# ---- apu_mixer ----
==> apu_mixer/layer_met3.png <==
Drawn at 3 px/µm.
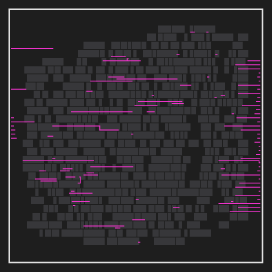

File: config.mk
export PLATFORM = sky130hd
export DESIGN_NAME = apu_mixer
export DESIGN_NICKNAME = d
export VERILOG_FILES = /design/src/rtl/apu_mixer.sv
export SDC_FILE = /design/constraint.sdc
export NUM_CORES = 1
export LEC_CHECK = 0
export CAP_MARGIN = 0
export CORE_MARGIN = 4
export CORE_UTILIZATION = 60
export CTS_CLUSTER_DIAMETER = 150
export DETAILED_ROUTE_END_ITERATION = 12
export PLACE_DENSITY = 0.91
export SLEW_MARGIN = 5
export SYNTH_ARGS = -nofsm -noshare
export SYNTH_HDL_FRONTEND = slang
export SYNTH_SLANG_ARGS = --single-unit
File: constraint.sdc
create_clock -name clk -period 13.5 [get_ports clk]
set_input_delay 2.7 -clock clk [delete_from_list [all_inputs] [get_ports clk]]
set_output_delay 2.7 -clock clk [all_outputs]
set_load 0.1 [all_outputs]
File: src/rtl/apu_mixer.sv
// N-channel weighted audio mixer: serially accumulates sample*volume over a
// 2^OUTW-clock frame, quantises the sum and drives a PWM or delta-sigma bit.
module apu_mixer #(
    parameter int CHANNELS = 4,
    parameter int WIDTH    = 4,
    parameter int VOLW     = 4,
    parameter int OUTW     = 8
) (
    input  logic                      clk,
    input  logic                      reset_n,
    input  logic [CHANNELS*WIDTH-1:0] sample,
    input  logic [CHANNELS*VOLW-1:0]  volume,
    input  logic [CHANNELS-1:0]       mute,
    input  logic                      mode,
    output logic                      pwm,
    output logic                      frame,
    output logic [OUTW-1:0]           level
);

    localparam int PW    = WIDTH + VOLW;
    localparam int SUMW  = PW + $clog2(CHANNELS);
    localparam int SHIFT = SUMW - OUTW;
    localparam logic [OUTW-1:0] LEVEL_PHASE = OUTW'(CHANNELS);

    logic [OUTW-1:0]  phase;
    logic [OUTW-1:0]  duty;
    logic [OUTW-1:0]  ds;
    logic             mode_q;
    logic [SUMW-1:0]  acc;

    logic [WIDTH-1:0] cur_sample;
    logic [VOLW-1:0]  cur_volume;
    logic             cur_mute;
    logic [PW-1:0]    product;
    logic [OUTW-1:0]  phase_next;
    logic             boundary;
    logic [OUTW-1:0]  duty_next;
    logic             mode_next;
    logic [OUTW:0]    ds_sum;

    // Only the channel whose slot matches the current phase is looked at.
    always_comb begin
        cur_sample = '0;
        cur_volume = '0;
        cur_mute   = 1'b0;
        for (int k = 0; k < CHANNELS; k++) begin
            if (phase == OUTW'(k)) begin
                cur_sample = sample[k*WIDTH +: WIDTH];
                cur_volume = volume[k*VOLW +: VOLW];
                cur_mute   = mute[k];
            end
        end
        product = cur_mute ? '0 : PW'(cur_sample) * PW'(cur_volume);
    end

    // Next-state values let pwm be registered yet track the phase it is shown in.
    always_comb begin
        phase_next = phase + OUTW'(1);
        boundary   = (phase == '1);
        duty_next  = boundary ? level : duty;
        mode_next  = boundary ? mode : mode_q;
        ds_sum     = {1'b0, ds} + {1'b0, duty_next};
    end

    always_ff @(posedge clk) begin
        if (!reset_n) begin
            phase  <= '0;
            acc    <= '0;
            level  <= '0;
            duty   <= '0;
            mode_q <= 1'b0;
            ds     <= '0;
            pwm    <= 1'b0;
            frame  <= 1'b0;
        end else begin
            phase <= phase_next;
            if (phase == '0) begin
                acc <= SUMW'(product);
            end else if (phase < LEVEL_PHASE) begin
                acc <= acc + SUMW'(product);
            end
            frame <= (phase == LEVEL_PHASE);
            if (phase == LEVEL_PHASE) begin
                level <= acc[SUMW-1:SHIFT];
            end
            duty   <= duty_next;
            mode_q <= mode_next;
            // The delta-sigma state is held, not cleared, while in PWM mode.
            if (mode_next) begin
                ds  <= ds_sum[OUTW-1:0];
                pwm <= ds_sum[OUTW];
            end else begin
                pwm <= (phase_next < duty_next);
            end
        end
    end

endmodule

# ---- alu_arbiter ----
### src/rtl/otter_alu_pkg.sv
// Shared types and helpers for the OTTER ALU and its two-client arbiter.
package otter_alu_pkg;

  localparam int unsigned DATA_W = 32;

  // Result returned by the ALU for any code outside the legal set.
  localparam logic [DATA_W-1:0] ALU_DEFAULT = 32'd42;

  typedef enum logic [3:0] {
    ALU_ADD  = 4'b0000,
    ALU_SUB  = 4'b1000,
    ALU_OR   = 4'b0110,
    ALU_AND  = 4'b0111,
    ALU_XOR  = 4'b0100,
    ALU_SRL  = 4'b0101,
    ALU_SLL  = 4'b0001,
    ALU_SRA  = 4'b1101,
    ALU_SLT  = 4'b0010,
    ALU_SLTU = 4'b0011,
    ALU_LUI  = 4'b1001
  } alu_fun_t;

  typedef enum logic [1:0] {
    IDLE,
    EXEC,
    RESP
  } arb_state_t;

  // True when the code is one the ALU actually implements.
  function automatic bit is_legal_fun(alu_fun_t fun);
    case (fun)
      ALU_ADD, ALU_SUB, ALU_OR, ALU_AND, ALU_XOR, ALU_SRL,
      ALU_SLL, ALU_SRA, ALU_SLT, ALU_SLTU, ALU_LUI: return 1'b1;
      default: return 1'b0;
    endcase
  endfunction

endpackage

### src/rtl/otter_alu.sv
// OTTER 32-bit ALU: purely combinational, one result per function code.
module otter_alu
  import otter_alu_pkg::*;
(
  input  alu_fun_t          fun,
  input  logic [DATA_W-1:0] src_a,
  input  logic [DATA_W-1:0] src_b,
  output logic [DATA_W-1:0] result
);

  // Select the operation; unknown codes fall through to the fixed default.
  always_comb begin
    // NOTE: every always_comb output gets a value before any branch, so no path can infer a latch.
    result = ALU_DEFAULT;
    case (fun)
      ALU_ADD:  result = src_a + src_b;
      ALU_SUB:  result = src_a - src_b;
      ALU_OR:   result = src_a | src_b;
      ALU_AND:  result = src_a & src_b;
      ALU_XOR:  result = src_a ^ src_b;
      ALU_SRL:  result = src_a >> src_b[4:0];
      ALU_SLL:  result = src_a << src_b[4:0];
      ALU_SRA:  result = $unsigned($signed(src_a) >>> src_b[4:0]);
      ALU_SLT:  result = {31'b0, $signed(src_a) < $signed(src_b)};
      ALU_SLTU: result = {31'b0, src_a < src_b};
      ALU_LUI:  result = src_a;
      default:  result = ALU_DEFAULT;
    endcase
  end

endmodule

### src/rtl/alu_arbiter.sv
// Shares one OTTER ALU between two valid/ready clients: grant, execute,
// then hold the registered result until the owner accepts it.
module alu_arbiter
  import otter_alu_pkg::*;
#(
  parameter bit RR_EN = 1'b1
) (
  input  logic              CLK,
  input  logic              RST,
  input  logic [1:0]        req_valid,
  output logic [1:0]        req_ready,
  input  logic [3:0]        req_fun0,
  input  logic [3:0]        req_fun1,
  input  logic [DATA_W-1:0] req_a0,
  input  logic [DATA_W-1:0] req_a1,
  input  logic [DATA_W-1:0] req_b0,
  input  logic [DATA_W-1:0] req_b1,
  output logic [1:0]        rsp_valid,
  input  logic [1:0]        rsp_ready,
  output logic [DATA_W-1:0] rsp_result,
  output logic              rsp_illegal,
  output logic              busy
);

  arb_state_t        state_q, state_d;
  logic              last_grant_q;
  logic              owner_q;
  logic              grant_idx;
  logic              grant_fire;
  alu_fun_t          op_fun_q;
  logic [DATA_W-1:0] op_a_q, op_b_q;
  logic [DATA_W-1:0] alu_result;
  logic [DATA_W-1:0] result_q;
  logic              illegal_q;

  // Pick the winner among the currently valid requesters.
  always_comb begin
    grant_idx = 1'b0;
    case (req_valid)
      2'b10:   grant_idx = 1'b1;
      2'b11:   grant_idx = RR_EN ? ~last_grant_q : 1'b0;
      default: grant_idx = 1'b0;
    endcase
  end

  // A grant happens only in IDLE and never while reset is held.
  assign grant_fire = (state_q == IDLE) && (|req_valid) && !RST;

  // Next-state and handshake outputs.
  always_comb begin
    state_d   = state_q;
    req_ready = 2'b00;
    rsp_valid = 2'b00;
    case (state_q)
      IDLE: begin
        if (grant_fire) begin
          req_ready[grant_idx] = 1'b1;
          state_d              = EXEC;
        end
      end
      EXEC: state_d = RESP;
      RESP: begin
        rsp_valid[owner_q] = 1'b1;
        if (rsp_ready[owner_q]) state_d = IDLE;
      end
      default: state_d = IDLE;
    endcase
  end

  // State register.
  always_ff @(posedge CLK or posedge RST) begin
    // NOTE: sequential state uses non-blocking assignments so every register samples pre-edge values.
    if (RST) state_q <= IDLE;
    else     state_q <= state_d;
  end

  // Arbitration bookkeeping: who owns the op in flight and who won last.
  always_ff @(posedge CLK or posedge RST) begin
    if (RST) begin
      last_grant_q <= 1'b1;
      owner_q      <= 1'b0;
    end else if (grant_fire) begin
      last_grant_q <= grant_idx;
      owner_q      <= grant_idx;
    end
  end

  // Operand capture at grant time.
  always_ff @(posedge CLK) begin
    // NOTE: operand registers carry no reset; they are always loaded at grant before anything reads them.
    if (grant_fire) begin
      op_fun_q <= alu_fun_t'(grant_idx ? req_fun1 : req_fun0);
      op_a_q   <= grant_idx ? req_a1 : req_a0;
      op_b_q   <= grant_idx ? req_b1 : req_b0;
    end
  end

  otter_alu u_alu (
    .fun    (op_fun_q),
    .src_a  (op_a_q),
    .src_b  (op_b_q),
    .result (alu_result)
  );

  // Response payload: written only in EXEC, stable through the RESP hold.
  always_ff @(posedge CLK or posedge RST) begin
    if (RST) begin
      result_q  <= '0;
      illegal_q <= 1'b0;
    end else if (state_q == EXEC) begin
      result_q  <= alu_result;
      illegal_q <= !is_legal_fun(op_fun_q);
    end
  end

  assign rsp_result  = result_q;
  assign rsp_illegal = illegal_q;
  assign busy        = (state_q != IDLE);

endmodule

### config.mk
export PLATFORM = sky130hd
export DESIGN_NAME = alu_arbiter
export DESIGN_NICKNAME = d
export VERILOG_FILES = /design/src/rtl/otter_alu_pkg.sv /design/src/rtl/otter_alu.sv /design/src/rtl/alu_arbiter.sv
export SDC_FILE = /design/constraint.sdc
export NUM_CORES = 1
export LEC_CHECK = 0
export CAP_MARGIN = 30
export CELL_PAD_IN_SITES_DETAIL_PLACEMENT = 1
export CELL_PAD_IN_SITES_GLOBAL_PLACEMENT = 1
export CORE_MARGIN = 3
export CORE_UTILIZATION = 46
export CTS_CLUSTER_DIAMETER = 200
export DETAILED_ROUTE_END_ITERATION = 8
export MAX_ROUTING_LAYER = met4
export PLACE_DENSITY_LB_ADDON = 0.1
export SYNTH_ARGS = -nofsm -noshare
export SYNTH_HDL_FRONTEND = slang
export SYNTH_SLANG_ARGS = --single-unit
### constraint.sdc
create_clock -name CLK -period 9.1 [get_ports CLK]
set_clock_uncertainty 0.1 [all_clocks]
set_input_delay 2.73 -clock CLK [delete_from_list [all_inputs] [get_ports CLK]]
set_output_delay 2.73 -clock CLK [all_outputs]
set_load 0.05 [all_outputs]
# ---- mdu_iter ----
===== src/rtl/mdu_pkg.sv =====
// Shared types and constants for the iterative multiply/divide unit (mdu_iter).
package mdu_pkg;

  localparam int MDU_OP_W = 3;
  localparam int MDU_ST_W = 2;

  typedef enum logic [MDU_OP_W-1:0] {
    OP_NONE = 3'd0,
    OP_MUL  = 3'd1,
    OP_DIV  = 3'd2,
    OP_MADD = 3'd3,
    OP_MSUB = 3'd4,
    OP_MTHI = 3'd5,
    OP_MTLO = 3'd6
  } mdu_op_t;

  typedef enum logic [MDU_ST_W-1:0] {
    ST_IDLE = 2'd0,
    ST_ITER = 2'd1,
    ST_FIX  = 2'd2,
    ST_DONE = 2'd3
  } mdu_state_t;

  // Ops that run through the iterative datapath and stall the pipeline.
  function automatic logic mdu_is_iter_op(input logic [MDU_OP_W-1:0] f);
    logic r;
    case (f)
      OP_MUL, OP_DIV, OP_MADD, OP_MSUB: r = 1'b1;
      default:                          r = 1'b0;
    endcase
    return r;
  endfunction

endpackage


===== src/rtl/mdu_step.sv =====
// One combinational radix-2 step: shift-add for multiply, restoring trial subtract for divide.
module mdu_step
  import mdu_pkg::*;
#(
  parameter int WIDTH = 32
) (
  input  logic                 div_i,
  input  logic [2*WIDTH-1:0]   acc_i,
  input  logic [2*WIDTH-1:0]   mcand_i,
  input  logic [WIDTH-1:0]     opb_i,
  output logic [2*WIDTH-1:0]   acc_o,
  output logic [2*WIDTH-1:0]   mcand_o,
  output logic [WIDTH-1:0]     opb_o
);

  logic [WIDTH:0] shifted_s;
  logic [WIDTH:0] trial_s;
  logic           ge_s;

  // For divide, acc holds {remainder, dividend/quotient}; for multiply, the running product.
  always_comb begin
    shifted_s = {acc_i[2*WIDTH-1:WIDTH], acc_i[WIDTH-1]};
    trial_s   = shifted_s - {1'b0, opb_i};
    ge_s      = (shifted_s >= {1'b0, opb_i});
    if (div_i) begin
      acc_o   = {(ge_s ? trial_s[WIDTH-1:0] : shifted_s[WIDTH-1:0]), acc_i[WIDTH-2:0], ge_s};
      mcand_o = mcand_i;
      opb_o   = opb_i;
    end else begin
      acc_o   = opb_i[0] ? (acc_i + mcand_i) : acc_i;
      mcand_o = {mcand_i[2*WIDTH-2:0], 1'b0};
      opb_o   = {1'b0, opb_i[WIDTH-1:1]};
    end
  end

endmodule


===== src/rtl/mdu_iter.sv =====
// Iterative multiply/divide unit with HI/LO accumulator for the EX stage.
// Optional macro MDU_EARLY_OUT_EN: multiplies stop once the remaining multiplier is zero.
module mdu_iter
  import mdu_pkg::*;
#(
  parameter int WIDTH = 32
) (
  input  logic                clk,
  input  logic                rst,
  input  logic                reg_stall,
  input  logic                reg_flush,
  output logic                alu_stall,
  input  logic                sign,
  input  logic [MDU_OP_W-1:0] func,
  input  logic [WIDTH-1:0]    source_a,
  input  logic [WIDTH-1:0]    source_b,
  output logic [WIDTH-1:0]    hi,
  output logic [WIDTH-1:0]    lo,
  output logic                div_zero,
  output logic                busy
);

  localparam int CNT_W = $clog2(WIDTH + 1);

  mdu_state_t          state_q, state_d;
  logic [CNT_W-1:0]    cnt_q, cnt_d;
  logic [MDU_OP_W-1:0] op_q, op_d;
  logic                neg_q, neg_d;
  logic                neg_rem_q, neg_rem_d;
  logic                bzero_q, bzero_d;
  logic [2*WIDTH-1:0]  acc_q, acc_d;
  logic [2*WIDTH-1:0]  mcand_q, mcand_d;
  logic [WIDTH-1:0]    opb_q, opb_d;
  logic [WIDTH-1:0]    hi_q, hi_d;
  logic [WIDTH-1:0]    lo_q, lo_d;
  logic                div_zero_q, div_zero_d;
  logic                busy_q, busy_d;

  logic                issue_s;
  logic                sa_s, sb_s;
  logic [WIDTH-1:0]    abs_a_s, abs_b_s;
  logic [2*WIDTH-1:0]  acc_nx_s, mcand_nx_s;
  logic [WIDTH-1:0]    opb_nx_s;
  logic                last_s;
  logic [2*WIDTH-1:0]  prod_s;
  logic [WIDTH-1:0]    quot_s, rem_s;
  logic [2*WIDTH-1:0]  fix_hilo_s;

  mdu_step #(.WIDTH(WIDTH)) u_step (
    .div_i   (op_q == OP_DIV),
    .acc_i   (acc_q),
    .mcand_i (mcand_q),
    .opb_i   (opb_q),
    .acc_o   (acc_nx_s),
    .mcand_o (mcand_nx_s),
    .opb_o   (opb_nx_s)
  );

  // Operand magnitudes, issue detection and last-iteration detection.
  always_comb begin
    issue_s = (state_q == ST_IDLE) && mdu_is_iter_op(func) && !reg_flush;
    sa_s    = sign & source_a[WIDTH-1];
    sb_s    = sign & source_b[WIDTH-1];
    abs_a_s = sa_s ? (-source_a) : source_a;
    abs_b_s = sb_s ? (-source_b) : source_b;
`ifdef MDU_EARLY_OUT_EN
    last_s  = (cnt_q == CNT_W'(1)) || ((op_q != OP_DIV) && (opb_nx_s == {WIDTH{1'b0}}));
`else
    last_s  = (cnt_q == CNT_W'(1));
`endif
  end

  // Sign correction and HI/LO commit value used in FIX.
  always_comb begin
    prod_s = neg_q ? (-acc_q) : acc_q;
    quot_s = neg_q ? (-acc_q[WIDTH-1:0]) : acc_q[WIDTH-1:0];
    rem_s  = neg_rem_q ? (-acc_q[2*WIDTH-1:WIDTH]) : acc_q[2*WIDTH-1:WIDTH];
    case (op_q)
      OP_MUL:  fix_hilo_s = prod_s;
      OP_MADD: fix_hilo_s = {hi_q, lo_q} + prod_s;
      OP_MSUB: fix_hilo_s = {hi_q, lo_q} - prod_s;
      OP_DIV:  fix_hilo_s = {rem_s, quot_s};
      default: fix_hilo_s = {hi_q, lo_q};
    endcase
  end

  // Next-state logic for the FSM, datapath and architectural HI/LO.
  always_comb begin
    state_d    = state_q;
    cnt_d      = cnt_q;
    op_d       = op_q;
    neg_d      = neg_q;
    neg_rem_d  = neg_rem_q;
    bzero_d    = bzero_q;
    acc_d      = acc_q;
    mcand_d    = mcand_q;
    opb_d      = opb_q;
    hi_d       = hi_q;
    lo_d       = lo_q;
    div_zero_d = div_zero_q;
    if (reg_flush) begin
      state_d = ST_IDLE;
    end else begin
      case (state_q)
        ST_IDLE: begin
          if (issue_s) begin
            state_d    = ST_ITER;
            cnt_d      = CNT_W'(WIDTH);
            op_d       = func;
            neg_d      = sa_s ^ sb_s;
            neg_rem_d  = sa_s;
            bzero_d    = (source_b == {WIDTH{1'b0}});
            acc_d      = (func == OP_DIV) ? {{WIDTH{1'b0}}, abs_a_s} : {(2*WIDTH){1'b0}};
            mcand_d    = {{WIDTH{1'b0}}, abs_a_s};
            opb_d      = abs_b_s;
            div_zero_d = 1'b0;
          end else if (!reg_stall && (func == OP_MTHI)) begin
            hi_d = source_a;
          end else if (!reg_stall && (func == OP_MTLO)) begin
            lo_d = source_a;
          end else begin
            state_d = ST_IDLE;
          end
        end
        ST_ITER: begin
          acc_d   = acc_nx_s;
          mcand_d = mcand_nx_s;
          opb_d   = opb_nx_s;
          cnt_d   = cnt_q - CNT_W'(1);
          if (last_s) begin
            state_d = ST_FIX;
          end else begin
            state_d = ST_ITER;
          end
        end
        ST_FIX: begin
          {hi_d, lo_d} = fix_hilo_s;
          div_zero_d   = (op_q == OP_DIV) && bzero_q;
          state_d      = ST_DONE;
        end
        ST_DONE: begin
          if (!reg_stall) begin
            state_d = ST_IDLE;
          end else begin
            state_d = ST_DONE;
          end
        end
        default: state_d = ST_IDLE;
      endcase
    end
    busy_d = (state_d != ST_IDLE);
  end

  // State and architectural registers.
  always_ff @(posedge clk or negedge rst) begin
    if (!rst) begin
      state_q    <= ST_IDLE;
      cnt_q      <= {CNT_W{1'b0}};
      op_q       <= OP_NONE;
      neg_q      <= 1'b0;
      neg_rem_q  <= 1'b0;
      bzero_q    <= 1'b0;
      acc_q      <= {(2*WIDTH){1'b0}};
      mcand_q    <= {(2*WIDTH){1'b0}};
      opb_q      <= {WIDTH{1'b0}};
      hi_q       <= {WIDTH{1'b0}};
      lo_q       <= {WIDTH{1'b0}};
      div_zero_q <= 1'b0;
      busy_q     <= 1'b0;
    end else begin
      state_q    <= state_d;
      cnt_q      <= cnt_d;
      op_q       <= op_d;
      neg_q      <= neg_d;
      neg_rem_q  <= neg_rem_d;
      bzero_q    <= bzero_d;
      acc_q      <= acc_d;
      mcand_q    <= mcand_d;
      opb_q      <= opb_d;
      hi_q       <= hi_d;
      lo_q       <= lo_d;
      div_zero_q <= div_zero_d;
      busy_q     <= busy_d;
    end
  end

  // The stall is released while in reset and once the op reaches DONE.
  always_comb begin
    alu_stall = rst && (issue_s || (state_q == ST_ITER) || (state_q == ST_FIX));
  end

  assign hi       = hi_q;
  assign lo       = lo_q;
  assign div_zero = div_zero_q;
  assign busy     = busy_q;

endmodule


===== config.mk =====
export PLATFORM = sky130hd
export DESIGN_NAME = mdu_iter
export DESIGN_NICKNAME = d
export VERILOG_FILES = /design/src/rtl/mdu_pkg.sv /design/src/rtl/mdu_step.sv /design/src/rtl/mdu_iter.sv
export SDC_FILE = /design/constraint.sdc
export NUM_CORES = 1
export LEC_CHECK = 0
export CAP_MARGIN = 20
export CORE_MARGIN = 3
export CORE_UTILIZATION = 57
export CTS_CLUSTER_SIZE = 25
export DETAILED_ROUTE_END_ITERATION = 6
export PLACE_DENSITY = 0.89
export SLEW_MARGIN = 20
export SYNTH_ARGS = -nofsm -noshare
export SYNTH_HDL_FRONTEND = slang
export SYNTH_SLANG_ARGS = --single-unit

===== constraint.sdc =====
create_clock -name clk -period 5.7 [get_ports clk]
set_input_delay 1.425 -clock clk [delete_from_list [all_inputs] [get_ports clk]]
set_output_delay 1.425 -clock clk [all_outputs]
set_load 0.005 [all_outputs]

==> alu_arbiter/sizes.png <==
Drawn at 2 px/µm.
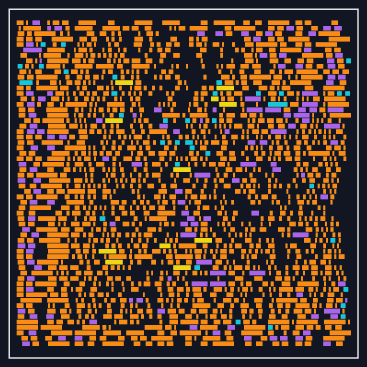
Purple is _2 cells, cells 132. Yellow is _6 and larger, cells 11. Orange is _0 and _1 cells, cells 1525. Cyan is _3 and _4 cells, cells 35.

==> alu_arbiter/layer_met3.png <==
Drawn at 1.5 px/µm.
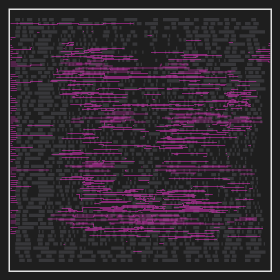
The wires run mostly horizontal. 326 nets have wire on it.

==> reports/qor.csv, alu_arbiter <==
metric,value,unit
DR WL/cell,28.08,µm
RSZ-0062 raised after global routing,no,
max-cap viol count,0,
Post-Syn Area,12930,µm²
LEAKAGE,6.060,nW
ratio of cells with drive above 1 in the final layout,0.1045,
Resized Gates After CTS,0,
#MultiIn Comb,1268,
Pwr per Cell Area,238.5,nW/µm²
vias,14200,
P_seq,0.852,mW
yosys adder share,0.09889,
clock latency (worst-skew pair),0.37,ns
metal2 WL,25500,µm
CTS tree,yes,
outcome,"finished, final reports clean",
RD Place Congestion,1.016,
M3 GR Usage,0.06570,
Comb power frac,0.652,
Worst EP arrival,4.65,ns
first-pass GRT wire length,88710,µm
hold buffer count at CTS,0,
Worst-Margin Slew,0.9984,ns
-- alu_arbiter: state kept, by name (all words and copies together), names as in the netlist, named ones only --
register and count:
last_grant_q 1, rsp_illegal 1, op_a_q 32, owner_q 1, op_fun_q 4, op_b_q 32, rsp_result 32, state_q 2
-- alu_arbiter: cells by family after synthesis --
logic type               after synthesis
buffers and inverters                220
multiplexers                         177
AND-OR/OR-AND                        555
AND/OR/NAND/NOR                      422
XOR/XNOR                              13
flip-flops                           106
adder cells (fa/ha/maj)              101
-- alu_arbiter: stage by stage --
stage	utilization	setup WS (ns)
floorplan	-	2.174
global placement	0.5467	1.750
detailed placement	0.5469	1.604
CTS	0.5576	1.601
global route	0.5576	1.535
finish	0.5576	1.616
-- alu_arbiter: how the worst min path moves through the flow --
stage	to	slack (ns)
6_report	rsp_illegal$_DFFE_PP0N_	0.39
5_1_grt	rsp_illegal$_DFFE_PP0N_	0.41
4_1_cts	rsp_illegal$_DFFE_PP0N_	0.40
3_5_place_dp	rsp_illegal$_DFFE_PP0N_	0.40
3_3_place_gp	rsp_illegal$_DFFE_PP0N_	0.31
2_1_floorplan	rsp_illegal$_DFFE_PP0N_	0.30
==> apu_mixer/flops_by_reg.png <==
Drawn at 4 px/µm.
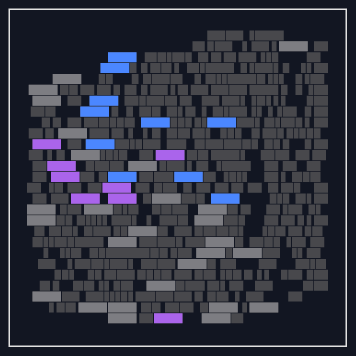
Purple is `duty`, placed flops 8. Blue is `acc`, placed flops 10.
Another 27 sequential cells are not coloured.
final core utilization: 0.7358
Seq. cell area: 900.9 µm²
sequential cell area share: 0.2210
P_seq: 0.145 mW

==> apu_mixer/sizes.png <==
Drawn at 4 px/µm.
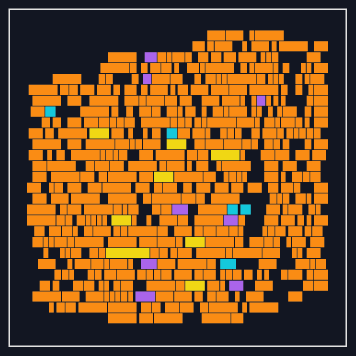
Cyan is _3 and _4 cells, cells 5. Yellow is _6 and larger, cells 8. Orange is _0 and _1 cells, cells 437. Purple is _2 cells, cells 8.

## Picture notes: apu_mixer/layer_met3.png
73 nets have wire on it. The layer holds 5.2% of the routed length.
vias: 3182
M3 GR Usage: 0.04936

==> reports/qor.csv, apu_mixer <==
metric,value,unit
Setup CP Type,in2reg,
outcome,"finished, final reports clean",
placed cells,522,
vias in the first global route,3204,
Tightest Hold Check Type,reg2reg,
Post-Synth AOI/OAI Area,0.1920,
area fraction in xor and xnor cells,0.04310,
Post-synth EDFFs,0,
Die Y,83.88,µm
clock latency (worst-skew pair),0.30,ns
count of final setup violators,0,
non-filler cells in the finished layout,530,
CP Capture Type,flop,
Buffers & Inverters on Critical Path,4,
total wire length,8486,µm
Post-Syn Area,3455,µm²
Max Fclk,132.7,MHz
"Slew Viols, Final",0,
# rows,27,
syn_area_per_cell,8.265,µm²
CTS Buf Count,5,
YS chip area,3455,µm²
Final Cell Area,4076,µm²
clkbuf count,6,
slowest CP cell,fa_1,
Synth top area share,0.2608,
[apu_mixer: flip-flops by register name, indices dropped and copies added (netlist names)]
register  flops
acc          10
ds            8
duty          8
frame         1
level         8
mode_q        1
phase         8
pwm           1
[apu_mixer: power breakdown]
group          switching [mW]  leakage, nW  internal (mW)  total, mW
clock                  0.0489       0.0574         0.0602      0.109
sequential            0.00610        0.364          0.139      0.145
combinational          0.0747         1.39         0.0591      0.134
[apu_mixer: metal layers]
| metal | up-vias | global-route usage | routed length [µm] |
|---|---|---|---|
| met5 | - | 0 | 0 |
| met4 | 0 | 0.09357 | 229 |
| met3 | 31 | 0.04936 | 444 |
| met2 | 119 | 0.4273 | 4088 |
| met1 | 1491 | 0.2964 | 3724 |
| li1 | 1541 | - | - |
[apu_mixer: worst paths after layout]
path                            slack, ns  cells past startpoint                 from                   to
worst max-delay path                 5.96                     24            volume[3]  acc[7]$_SDFFE_PN0P_
worst min-delay path                 0.48                      2   ds[4]$_SDFFE_PN0P_   ds[4]$_SDFFE_PN0P_
worst max register to register       7.58                     25  phase[0]$_SDFF_PN0_  acc[7]$_SDFFE_PN0P_
worst min register to register       0.48                      2   ds[4]$_SDFFE_PN0P_   ds[4]$_SDFFE_PN0P_
==> mdu_iter/placement.png <==
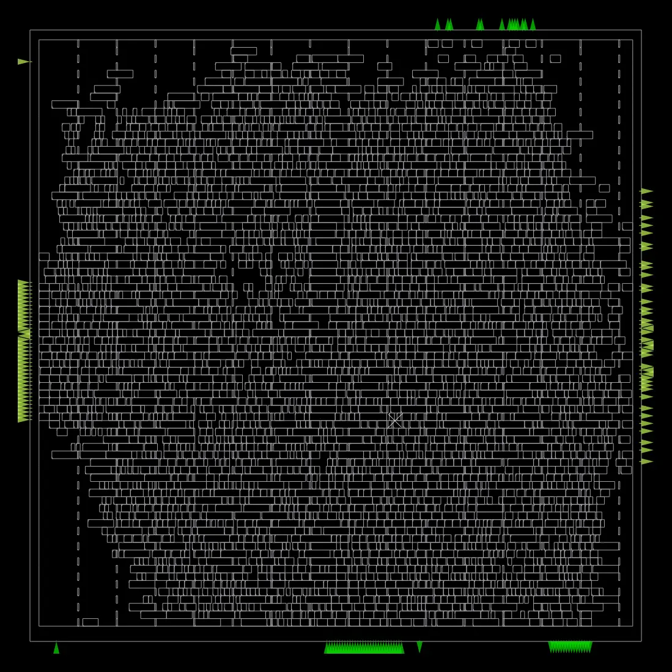
fillers: 3418
final core utilization: 0.6967
non-filler cells in the finished layout: 4262
# rows: 77

==> reports/qor.csv, mdu_iter <==
metric,value,unit
outcome,finished with violations,
failing checks,"design-rule violations, negative setup slack",
yosys simple share,0.2047,
count of final setup violators,2,
post-synthesis cell count,3420,
R2R cell count,24,
GR peak layer,met2,
Final WS setup,-0.04138,ns
area post-placement,28930,µm²
total track usage,0.3646,
dpl ws,-0.1884,ns
Max Fclk,174.2,MHz
layout sequential cell count,240,
Init Core Util,0.5789,
Critical Path Start,acc_q[6]$_DFFE_PN0P_,
placed cells,4171,
crit-path max cell delay,0.39,ns
# DRC,1,
Tightest Hold Check Type,reg2reg,
sequential power share,0.167,
==> mdu_iter: cell usage after synthesis (8+ instances only) <==
cell type	number
a211oi_1	74
a21o_1	114
a21oi_1	332
a221oi_1	32
a22o_1	34
a311oi_1	9
a31oi_1	31
a32o_1	9
a41oi_1	8
and2_1	20
and3_1	18
and4_1	11
buf_1	19
clkbuf_1	196
dfrtp_1	240
ha_1	165
inv_1	94
mux2i_1	27
nand2_1	356
nand2b_1	34
nand3_1	52
nand4_1	51
nor2_1	344
nor2b_1	36
nor3_1	64
nor3b_1	9
nor4_1	24
o211ai_1	21
o21a_1	31
o21ai_0	285
o21ai_1	8
o21bai_1	27
o221ai_1	22
o22ai_1	24
o31ai_1	61
o41ai_1	16
or2_2	9
or3_1	28
or4_1	17
xnor2_1	182
xor2_1	171
==> mdu_iter: timing repair <==
item,in CTS,in global routing
resized,23,147
hold buffers,0,0
endpoints found under the setup margin,15,28
cloned,0,1
buffers inserted,0,33
pin swaps,4,93
==> mdu_iter: state kept, by name, summed over array words and instances, names as in the netlist <==
register,flops
bzero_q,1
mcand_q,64
op_q,3
acc_q,64
busy,1
state_q,2
opb_q,32
neg_q,1
lo,32
hi,32
cnt_q,6
div_zero,1
neg_rem_q,1


==> notes/layouts.md <==
Pictures saved along the way, in no particular order.

Placement by cell class.
Plate I
Drawn at 6 px/µm.
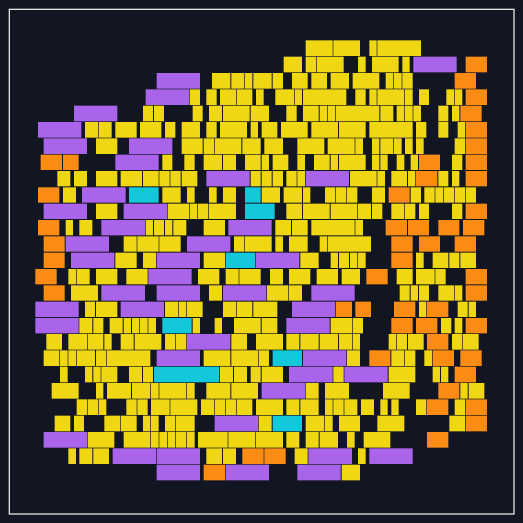
Plate II
Drawn at 2 px/µm.
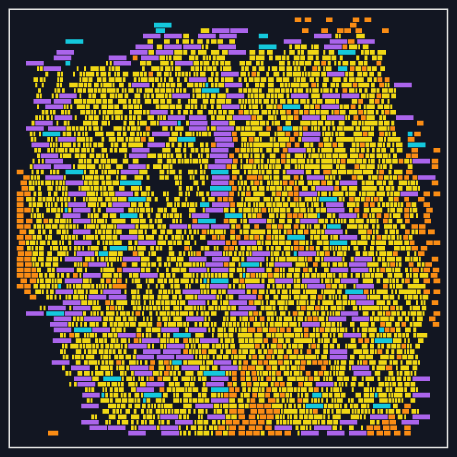
Plate III
Drawn at 3 px/µm.
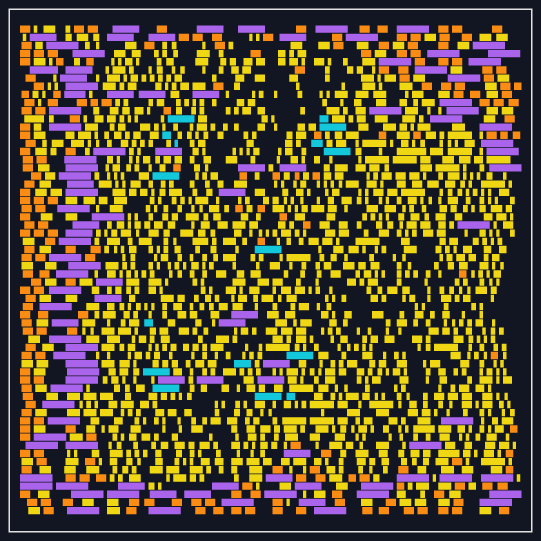
apu_mixer -> Plate I
mdu_iter -> Plate II
alu_arbiter -> Plate III
The one with the lowest utilization is Plate III.
The one with the most cells is Plate II.

Power and IR drop assume default switching activity.
